######## exmem_stage ########
### Selected gate families, exmem_stage

Scale bar: 100 um.
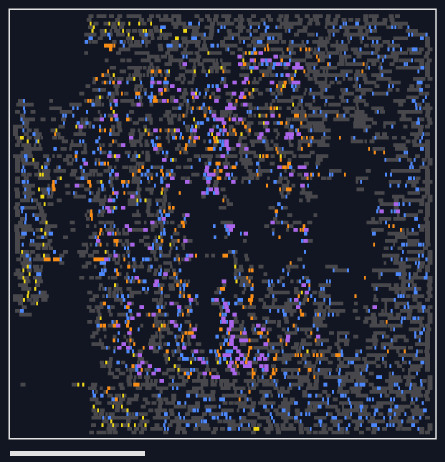

==> src/rtl/core_pkg.sv <==
// Shared RV64I core constants: branch types, memory widths, PC steps.
// Imported by pipeline stages and reusable compare units.
package core_pkg;

  localparam logic [2:0] B_EQ  = 3'b000;
  localparam logic [2:0] B_NE  = 3'b001;
  localparam logic [2:0] B_LT  = 3'b100;
  localparam logic [2:0] B_GE  = 3'b101;
  localparam logic [2:0] B_LTU = 3'b110;
  localparam logic [2:0] B_GEU = 3'b111;

  localparam logic [2:0] MW_B  = 3'b000;
  localparam logic [2:0] MW_H  = 3'b001;
  localparam logic [2:0] MW_W  = 3'b010;
  localparam logic [2:0] MW_D  = 3'b011;
  localparam logic [2:0] MW_BU = 3'b100;
  localparam logic [2:0] MW_HU = 3'b101;
  localparam logic [2:0] MW_WU = 3'b110;

  localparam int STEP_RVI = 4;
  localparam int STEP_RVC = 2;

endpackage

==> src/rtl/branch_cmp.sv <==
// Combinational branch condition from two operands and funct3.
// Reserved types 010/011 resolve as not-taken.
module branch_cmp
  import core_pkg::*;
#(
  parameter int XLEN = 64
) (
  input  logic [XLEN-1:0] rs1,
  input  logic [XLEN-1:0] rs2,
  input  logic [2:0]      brty,
  output logic            taken
);

  always_comb begin
    taken = 1'b0;
    case (brty)
      B_EQ:    taken = (rs1 == rs2);
      B_NE:    taken = (rs1 != rs2);
      B_LT:    taken = ($signed(rs1) < $signed(rs2));
      B_GE:    taken = ($signed(rs1) >= $signed(rs2));
      B_LTU:   taken = (rs1 < rs2);
      B_GEU:   taken = (rs1 >= rs2);
      default: taken = 1'b0;
    endcase
  end

endmodule

==> src/rtl/exmem_stage.sv <==
// EX/MEM pipeline register with valid/ready handshake, local branch
// resolution, misprediction redirect and misaligned-target flag.
module exmem_stage
  import core_pkg::*;
#(
  parameter int XLEN    = 64,
  parameter int RF_SIZE = 5,
  parameter int C_EXT   = 0
) (
  input  logic               clk_i,
  input  logic               rst_i,
  input  logic               valid_i,
  output logic               ready_o,
  input  logic               flush_i,
  input  logic [XLEN-1:0]    pc_i,
  input  logic [XLEN-1:0]    pred_pc_i,
  input  logic               rvc_i,
  input  logic               isbr_i,
  input  logic               isjal_i,
  input  logic               isjalr_i,
  input  logic [2:0]         brty_i,
  input  logic [XLEN-1:0]    rs1_i,
  input  logic [XLEN-1:0]    rs2_i,
  input  logic [XLEN-1:0]    imme_i,
  input  logic [XLEN-1:0]    alures_i,
  input  logic               erd_i,
  input  logic [RF_SIZE-1:0] rd_i,
  input  logic               ememr_i,
  input  logic               ememw_i,
  input  logic [2:0]         memwid_i,
  input  logic [XLEN-1:0]    memdata_i,
  output logic               valid_o,
  input  logic               ready_i,
  output logic [XLEN-1:0]    pc_o,
  output logic [XLEN-1:0]    pcn_o,
  output logic [XLEN-1:0]    res_o,
  output logic [XLEN-1:0]    memdata_o,
  output logic               erd_o,
  output logic [RF_SIZE-1:0] rd_o,
  output logic               ememr_o,
  output logic               ememw_o,
  output logic [2:0]         memwid_o,
  output logic               excp_o,
  output logic               redirect_o,
  output logic [XLEN-1:0]    redirect_pc_o
);

  localparam logic [XLEN-1:0] ST4 = XLEN'(STEP_RVI);
  localparam logic [XLEN-1:0] ST2 = XLEN'(STEP_RVC);
  localparam logic [XLEN-1:0] LSB = XLEN'(1);

  logic            taken;
  logic            jump;
  logic            tj;
  logic            misal;
  logic            acc;
  logic [XLEN-1:0] step;
  logic [XLEN-1:0] link;
  logic [XLEN-1:0] jalr_tgt;
  logic [XLEN-1:0] target;
  logic [XLEN-1:0] pcn;
  logic [XLEN-1:0] res;

  branch_cmp #(.XLEN(XLEN)) u_cmp (
    .rs1   (rs1_i),
    .rs2   (rs2_i),
    .brty  (brty_i),
    .taken (taken)
  );

  assign step     = ((C_EXT != 0) && rvc_i) ? ST2 : ST4;
  assign link     = pc_i + step;
  assign jump     = isjal_i | isjalr_i;
  assign tj       = jump | (isbr_i & taken);
  assign jalr_tgt = (rs1_i + imme_i) & ~LSB;
  assign target   = isjalr_i ? jalr_tgt : pc_i + imme_i;
  assign pcn      = tj ? target : link;
  assign res      = jump ? link : alures_i;
  // with compressed support every even target is legal
  assign misal    = tj & (C_EXT == 0) & target[1];

  assign ready_o  = !rst_i & (!valid_o | ready_i);
  assign acc      = valid_i & ready_o & !flush_i;

  always_ff @(posedge clk_i or posedge rst_i) begin
    if (rst_i) begin
      valid_o       <= 1'b0;
      pc_o          <= '0;
      pcn_o         <= '0;
      res_o         <= '0;
      memdata_o     <= '0;
      erd_o         <= 1'b0;
      rd_o          <= '0;
      ememr_o       <= 1'b0;
      ememw_o       <= 1'b0;
      memwid_o      <= '0;
      excp_o        <= 1'b0;
      redirect_o    <= 1'b0;
      redirect_pc_o <= '0;
    end else if (flush_i) begin
      valid_o    <= 1'b0;
      excp_o     <= 1'b0;
      redirect_o <= 1'b0;
    end else if (acc) begin
      valid_o       <= 1'b1;
      pc_o          <= pc_i;
      pcn_o         <= pcn;
      res_o         <= res;
      memdata_o     <= memdata_i;
      erd_o         <= erd_i & !misal;
      rd_o          <= rd_i;
      ememr_o       <= ememr_i & !misal;
      ememw_o       <= ememw_i & !misal;
      memwid_o      <= memwid_i;
      excp_o        <= misal;
      redirect_o    <= (pcn != pred_pc_i) & !misal;
      redirect_pc_o <= pcn;
    end else begin
      redirect_o <= 1'b0;
      if (ready_i) valid_o <= 1'b0;
    end
  end

endmodule

==> config.mk <==
export PLATFORM = sky130hd
export DESIGN_NAME = exmem_stage
export DESIGN_NICKNAME = d
export VERILOG_FILES = /design/src/rtl/core_pkg.sv /design/src/rtl/branch_cmp.sv /design/src/rtl/exmem_stage.sv
export SDC_FILE = /design/constraint.sdc
export NUM_CORES = 1
export LEC_CHECK = 0
export CAP_MARGIN = 20
export CORE_AREA = 2 2 312 314
export DETAILED_ROUTE_END_ITERATION = 8
export DIE_AREA = 0 0 314 316
export PLACE_DENSITY = 0.52
export SLEW_MARGIN = 20
export SYNTH_ARGS = -nofsm -noshare
export SYNTH_HDL_FRONTEND = slang
export SYNTH_SLANG_ARGS = --single-unit
==> constraint.sdc <==
create_clock -name clk_i -period 13.1 [get_ports clk_i]
set_input_delay 1.965 -clock clk_i [delete_from_list [all_inputs] [get_ports clk_i]]
set_output_delay 1.965 -clock clk_i [all_outputs]
set_load 0.02 [all_outputs]
######## acc_responder ########
[src/rtl/acc_responder.sv]
// Accelerator-side endpoint of the offload interface: dispatches matching requests in order
// and returns id-tagged results. Define ACC_RESPONDER_ADDR_CHECK_EN to enable address checking.
module acc_responder #(
    parameter int unsigned DataWidth      = 32,
    parameter int unsigned AddrWidth      = 4,
    parameter int unsigned IdWidth        = 5,
    parameter int unsigned AccAddr        = 0,
    parameter int unsigned MaxOutstanding = 4
) (
    input  logic                 clk_i,
    input  logic                 rst_i,
    input  logic                 q_valid_i,
    output logic                 q_ready_o,
    input  logic [AddrWidth-1:0] q_addr_i,
    input  logic [31:0]          q_data_op_i,
    input  logic [DataWidth-1:0] q_data_arga_i,
    input  logic [DataWidth-1:0] q_data_argb_i,
    input  logic [DataWidth-1:0] q_data_argc_i,
    input  logic [IdWidth-1:0]   q_id_i,
    output logic                 exe_valid_o,
    input  logic                 exe_ready_i,
    output logic [31:0]          exe_op_o,
    output logic [DataWidth-1:0] exe_arga_o,
    output logic [DataWidth-1:0] exe_argb_o,
    output logic [DataWidth-1:0] exe_argc_o,
    input  logic                 exe_rsp_valid_i,
    output logic                 exe_rsp_ready_o,
    input  logic [DataWidth-1:0] exe_rsp_data_i,
    input  logic                 exe_rsp_wb_i,
    output logic                 p_valid_o,
    input  logic                 p_ready_i,
    output logic [DataWidth-1:0] p_data_o,
    output logic [IdWidth-1:0]   p_id_o,
    output logic                 p_error_o
);
    localparam int unsigned PtrWidth = (MaxOutstanding > 1) ? $clog2(MaxOutstanding) : 1;
    localparam int unsigned CntWidth = $clog2(MaxOutstanding + 1);
    localparam logic [PtrWidth-1:0] LastPtr   = PtrWidth'(MaxOutstanding - 1);
    localparam logic [CntWidth-1:0] FullCount = CntWidth'(MaxOutstanding);

    logic [IdWidth-1:0]  tags [MaxOutstanding];
    logic [PtrWidth-1:0] wr_ptr;
    logic [PtrWidth-1:0] rd_ptr;
    logic [CntWidth-1:0] count;
    logic                fifo_full;
    logic                fifo_empty;
    logic                addr_match;
    logic                running;
    logic                push;
    logic                pop;
    logic                rsp_load;
    logic [IdWidth-1:0]  head_id;

`ifdef ACC_RESPONDER_ADDR_CHECK_EN
    typedef enum logic {RUN, DRAIN} state_t;

    state_t             state;
    logic [IdWidth-1:0] err_id;
    logic               err_accept;
    logic               err_load;

    assign addr_match = (q_addr_i == AddrWidth'(AccAddr));
    assign running    = (state == RUN);
    assign err_accept = !rst_i && running && !addr_match && q_valid_i;
    // The error response waits until every earlier response has left, keeping issue order.
    assign err_load   = !running && fifo_empty && !p_valid_o;
`else
    logic [AddrWidth-1:0] unused_addr;

    assign unused_addr = q_addr_i ^ AddrWidth'(AccAddr);
    assign addr_match  = 1'b1;
    assign running     = 1'b1;
    assign p_error_o   = 1'b0;
`endif

    assign fifo_full  = (count == FullCount);
    assign fifo_empty = (count == '0);
    assign head_id    = tags[rd_ptr];

    assign exe_op_o   = q_data_op_i;
    assign exe_arga_o = q_data_arga_i;
    assign exe_argb_o = q_data_argb_i;
    assign exe_argc_o = q_data_argc_i;

    assign exe_valid_o     = !rst_i && running && addr_match && q_valid_i && !fifo_full;
    assign q_ready_o       = !rst_i && running && (addr_match ? (exe_ready_i && !fifo_full) : 1'b1);
    assign exe_rsp_ready_o = !rst_i && (!p_valid_o || p_ready_i);

    assign push     = exe_valid_o && exe_ready_i;
    assign pop      = exe_rsp_valid_i && exe_rsp_ready_o && !fifo_empty;
    assign rsp_load = pop && exe_rsp_wb_i;

    always_ff @(posedge clk_i) begin
        if (push) begin
            tags[wr_ptr] <= q_id_i;
        end
    end

    // Pointers wrap at MaxOutstanding, which need not be a power of two.
    always_ff @(posedge clk_i or posedge rst_i) begin
        if (rst_i) begin
            wr_ptr <= '0;
            rd_ptr <= '0;
            count  <= '0;
        end else begin
            if (push) begin
                wr_ptr <= (wr_ptr == LastPtr) ? '0 : wr_ptr + 1'b1;
            end
            if (pop) begin
                rd_ptr <= (rd_ptr == LastPtr) ? '0 : rd_ptr + 1'b1;
            end
            if (push && !pop) begin
                count <= count + 1'b1;
            end else if (!push && pop) begin
                count <= count - 1'b1;
            end
        end
    end

    always_ff @(posedge clk_i or posedge rst_i) begin
        if (rst_i) begin
            p_valid_o <= 1'b0;
            p_data_o  <= '0;
            p_id_o    <= '0;
`ifdef ACC_RESPONDER_ADDR_CHECK_EN
            p_error_o <= 1'b0;
            state     <= RUN;
            err_id    <= '0;
`endif
        end else begin
            if (rsp_load) begin
                p_valid_o <= 1'b1;
                p_data_o  <= exe_rsp_data_i;
                p_id_o    <= head_id;
`ifdef ACC_RESPONDER_ADDR_CHECK_EN
                p_error_o <= 1'b0;
            end else if (err_load) begin
                p_valid_o <= 1'b1;
                p_data_o  <= '0;
                p_id_o    <= err_id;
                p_error_o <= 1'b1;
`endif
            end else if (p_valid_o && p_ready_i) begin
                p_valid_o <= 1'b0;
            end
`ifdef ACC_RESPONDER_ADDR_CHECK_EN
            if (err_load) begin
                state <= RUN;
            end else if (err_accept) begin
                state  <= DRAIN;
                err_id <= q_id_i;
            end
`endif
        end
    end

`ifndef SYNTHESIS
    rsp_needs_tag: assert property (@(posedge clk_i) disable iff (rst_i)
        (exe_rsp_valid_i && exe_rsp_ready_o) |-> !fifo_empty);
`endif

endmodule
[config.mk]
export PLATFORM = sky130hd
export DESIGN_NAME = acc_responder
export DESIGN_NICKNAME = d
export VERILOG_FILES = /design/src/rtl/acc_responder.sv
export SDC_FILE = /design/constraint.sdc
export NUM_CORES = 1
export LEC_CHECK = 0
export ABC_AREA = 1
export CORE_AREA = 2 2 134 136
export DETAILED_ROUTE_END_ITERATION = 12
export DIE_AREA = 0 0 136 138
export GPL_ROUTABILITY_DRIVEN = 0
export SLEW_MARGIN = 20
export SYNTH_ARGS = -nofsm -noshare
export SYNTH_HDL_FRONTEND = slang
export SYNTH_SLANG_ARGS = --single-unit
export TNS_END_PERCENT = 5
[constraint.sdc]
create_clock -name clk_i -period 4.6 [get_ports clk_i]
set_input_delay 0.46 -clock clk_i [delete_from_list [all_inputs] [get_ports clk_i]]
set_output_delay 0.46 -clock clk_i [all_outputs]
set_load 0.005 [all_outputs]
### Sizing map, acc_responder

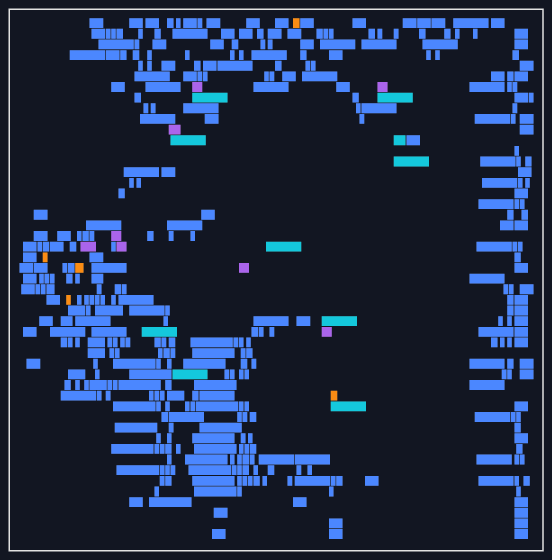
legend:
  _0 and _1 cells:
    colour: blue
    cells: 375
    share: 94%
  _3 and _4 cells:
    colour: purple
    cells: 8
    share: 2.0%
  _2 cells:
    colour: orange
    cells: 5
    share: 1.3%
  _6 and larger:
    colour: cyan
    cells: 10
    share: 2.5%

==> CHANGELOG.md, acc_responder <==
### Changed

* Total track usage at roughly a tenth
* Post-Syn Nets at ~620
* Main flop type: dfrtp_1
* Largest register FFs at 32
* Comb group at 784 uW
* Status: completed
* I/O pin total at between 300 and 400
* Cell area leaders: dfrtp_1 (30%), buf_4 (26%), edfxtp_1 (16%), nand2_1 (11%), nand3_1 (6.7%)
* Fin crit period at 2.44 ns
* Fmax at between 0.4 and 0.5 GHz
* Ant diodes at 0
* Reg power frac at a little under 40%
* Global-route wire length before repair at 14,400 um
* Max incr delay on CP at approximately 0.5 ns
* GR Util met2 at between 15 and 20%
* Syn Area/Cell at between 8 and 9 um^2
* Layout cells sized above 1 at ~5.8%
* DR top layer: met5
* PortBufs at 84
* Flop share of the area at around two fifths
==> acc_responder: through the flow <==
| stage | instance area [um^2] | worst slack [ns] | utilization [%] | hold WS, ns |
|---|---|---|---|---|
| global route | 4170 | 1.88 | 23.8 | 0.451 |
| global placement | 3900 | 1.71 | 22.2 | 0.452 |
| floorplan | 3800 | 2.07 | - | 0.465 |
| CTS | 4170 | 2.06 | 23.8 | 0.414 |
| detailed placement | 3900 | 1.71 | 22.2 | 0.457 |
| finish | 4170 | 2.16 | 23.8 | 0.421 |
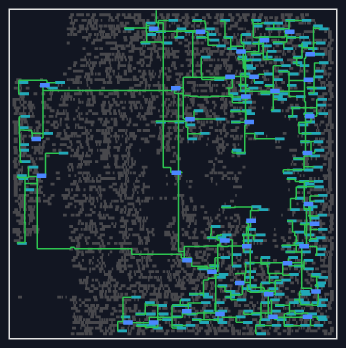
*Clock network drawn from the DEF, exmem_stage*
legend:
  clock wires:
    colour: green
    length: 5,110 um
  flip-flops:
    colour: cyan
    count: 270
  clock drivers:
    colour: blue
    count: 38
routed clock nets: 39
clock latency (worst-skew pair): 0.59 ns
Clock power frac: 25.8%
final clock skew: 0.0161 ns

Notes on 'Selected gate families' of exmem_stage above:
legend:
  NAND gates:
    colour: blue
    cells: 919
    where: widely spread
  XOR/XNOR gates:
    colour: purple
    cells: 220
  NOR gates:
    colour: orange
    cells: 333
  inverters:
    colour: yellow
    cells: 124
Non-Filler Instances: 5,307
multi-input logic portion of the cell area: 47.3%
dominant logic cell type in the layout: clkdlybuf4s50_1

==> CHANGELOG.md, exmem_stage <==
### Changed

* Met3 wire len at around 10000 um
* Yosys warning count at 0
* Chip area line of the yosys report at around 25,000 um^2
* Maximum root-to-sink buffer count at 3
* Most instantiated library cell after synthesis: nand2_1
* Most frequent CP cell: nor4_1
* Lkg Pwr at about 0.015 uW
* Status: completed
* Crit end category: flop
* Registers at around 270
* Comb power frac at a little under half
* Overall Power at roughly 4100 uW
* CP startpoint: rs1_i[47]
* Largest cell class: multi-input combinational cells
* Final setup viols at 0
* Main flop type: dfrtp_1
[exmem_stage: stage by stage]
| stage | cell area (um^2) | hold slack (ns) | setup WS, ns | utilization [%] |
|---|---|---|---|---|
| after floorplan | 24800 | 0.589 | 2.87 | - |
| after global placement | 33600 | 0.457 | 4.01 | 35.0 |
| after detailed placement | 33600 | 0.461 | 3.97 | 35.0 |
| after CTS | 34800 | 0.475 | 4.56 | 36.3 |
| after global routing | 34900 | 0.487 | 4.34 | 36.3 |
| final | 34900 | 0.470 | 4.63 | 36.4 |


==> notes/layouts.md <==
Pictures saved along the way, in no particular order.

Routing congestion map.
(a)
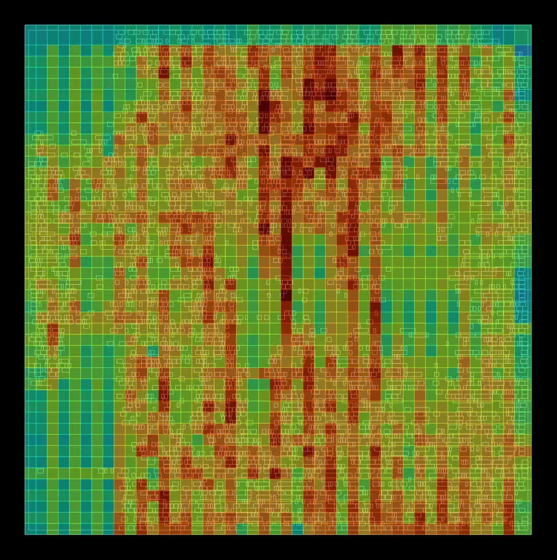
(b)
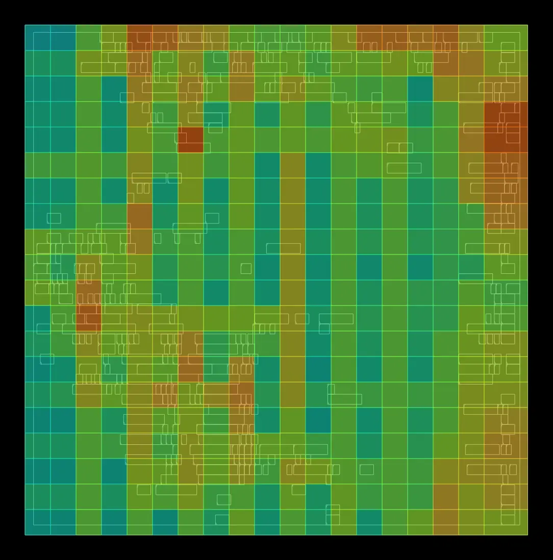
| from | picture |
|---|---|
| exmem_stage | (a) |
| acc_responder | (b) |
The one with the highest utilization is (a).
The one with the most wire per cell is (a).


==> screenshots <==
Metal 3.
picture 1
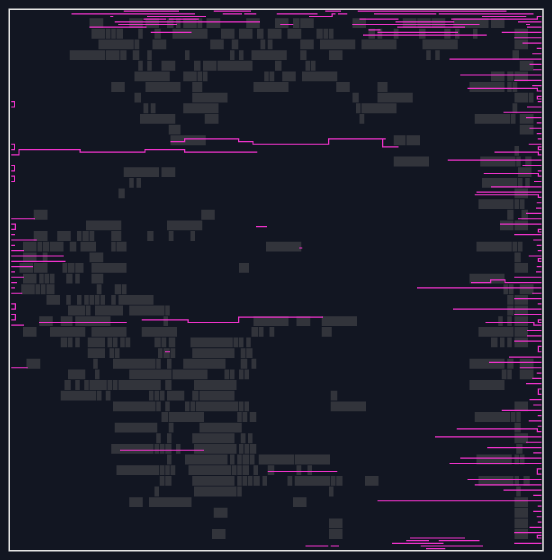
picture 2
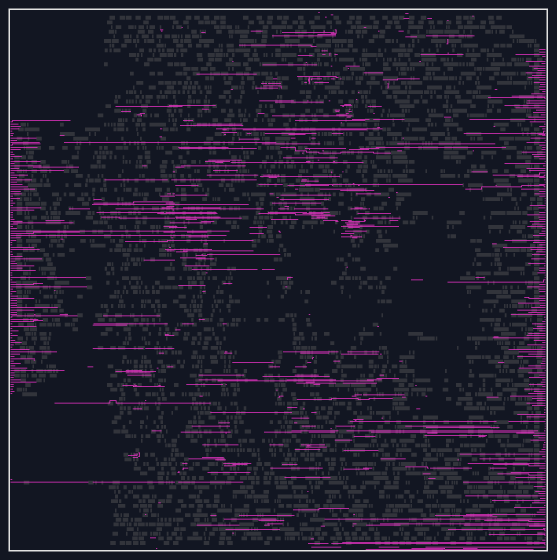
exmem_stage -> picture 2
acc_responder -> picture 1

Key to picture 1:
wire length on this layer: 1,520 um
longest straight run: 41.6 um
nets with wire on the layer: 143

Power and IR drop assume default switching activity.
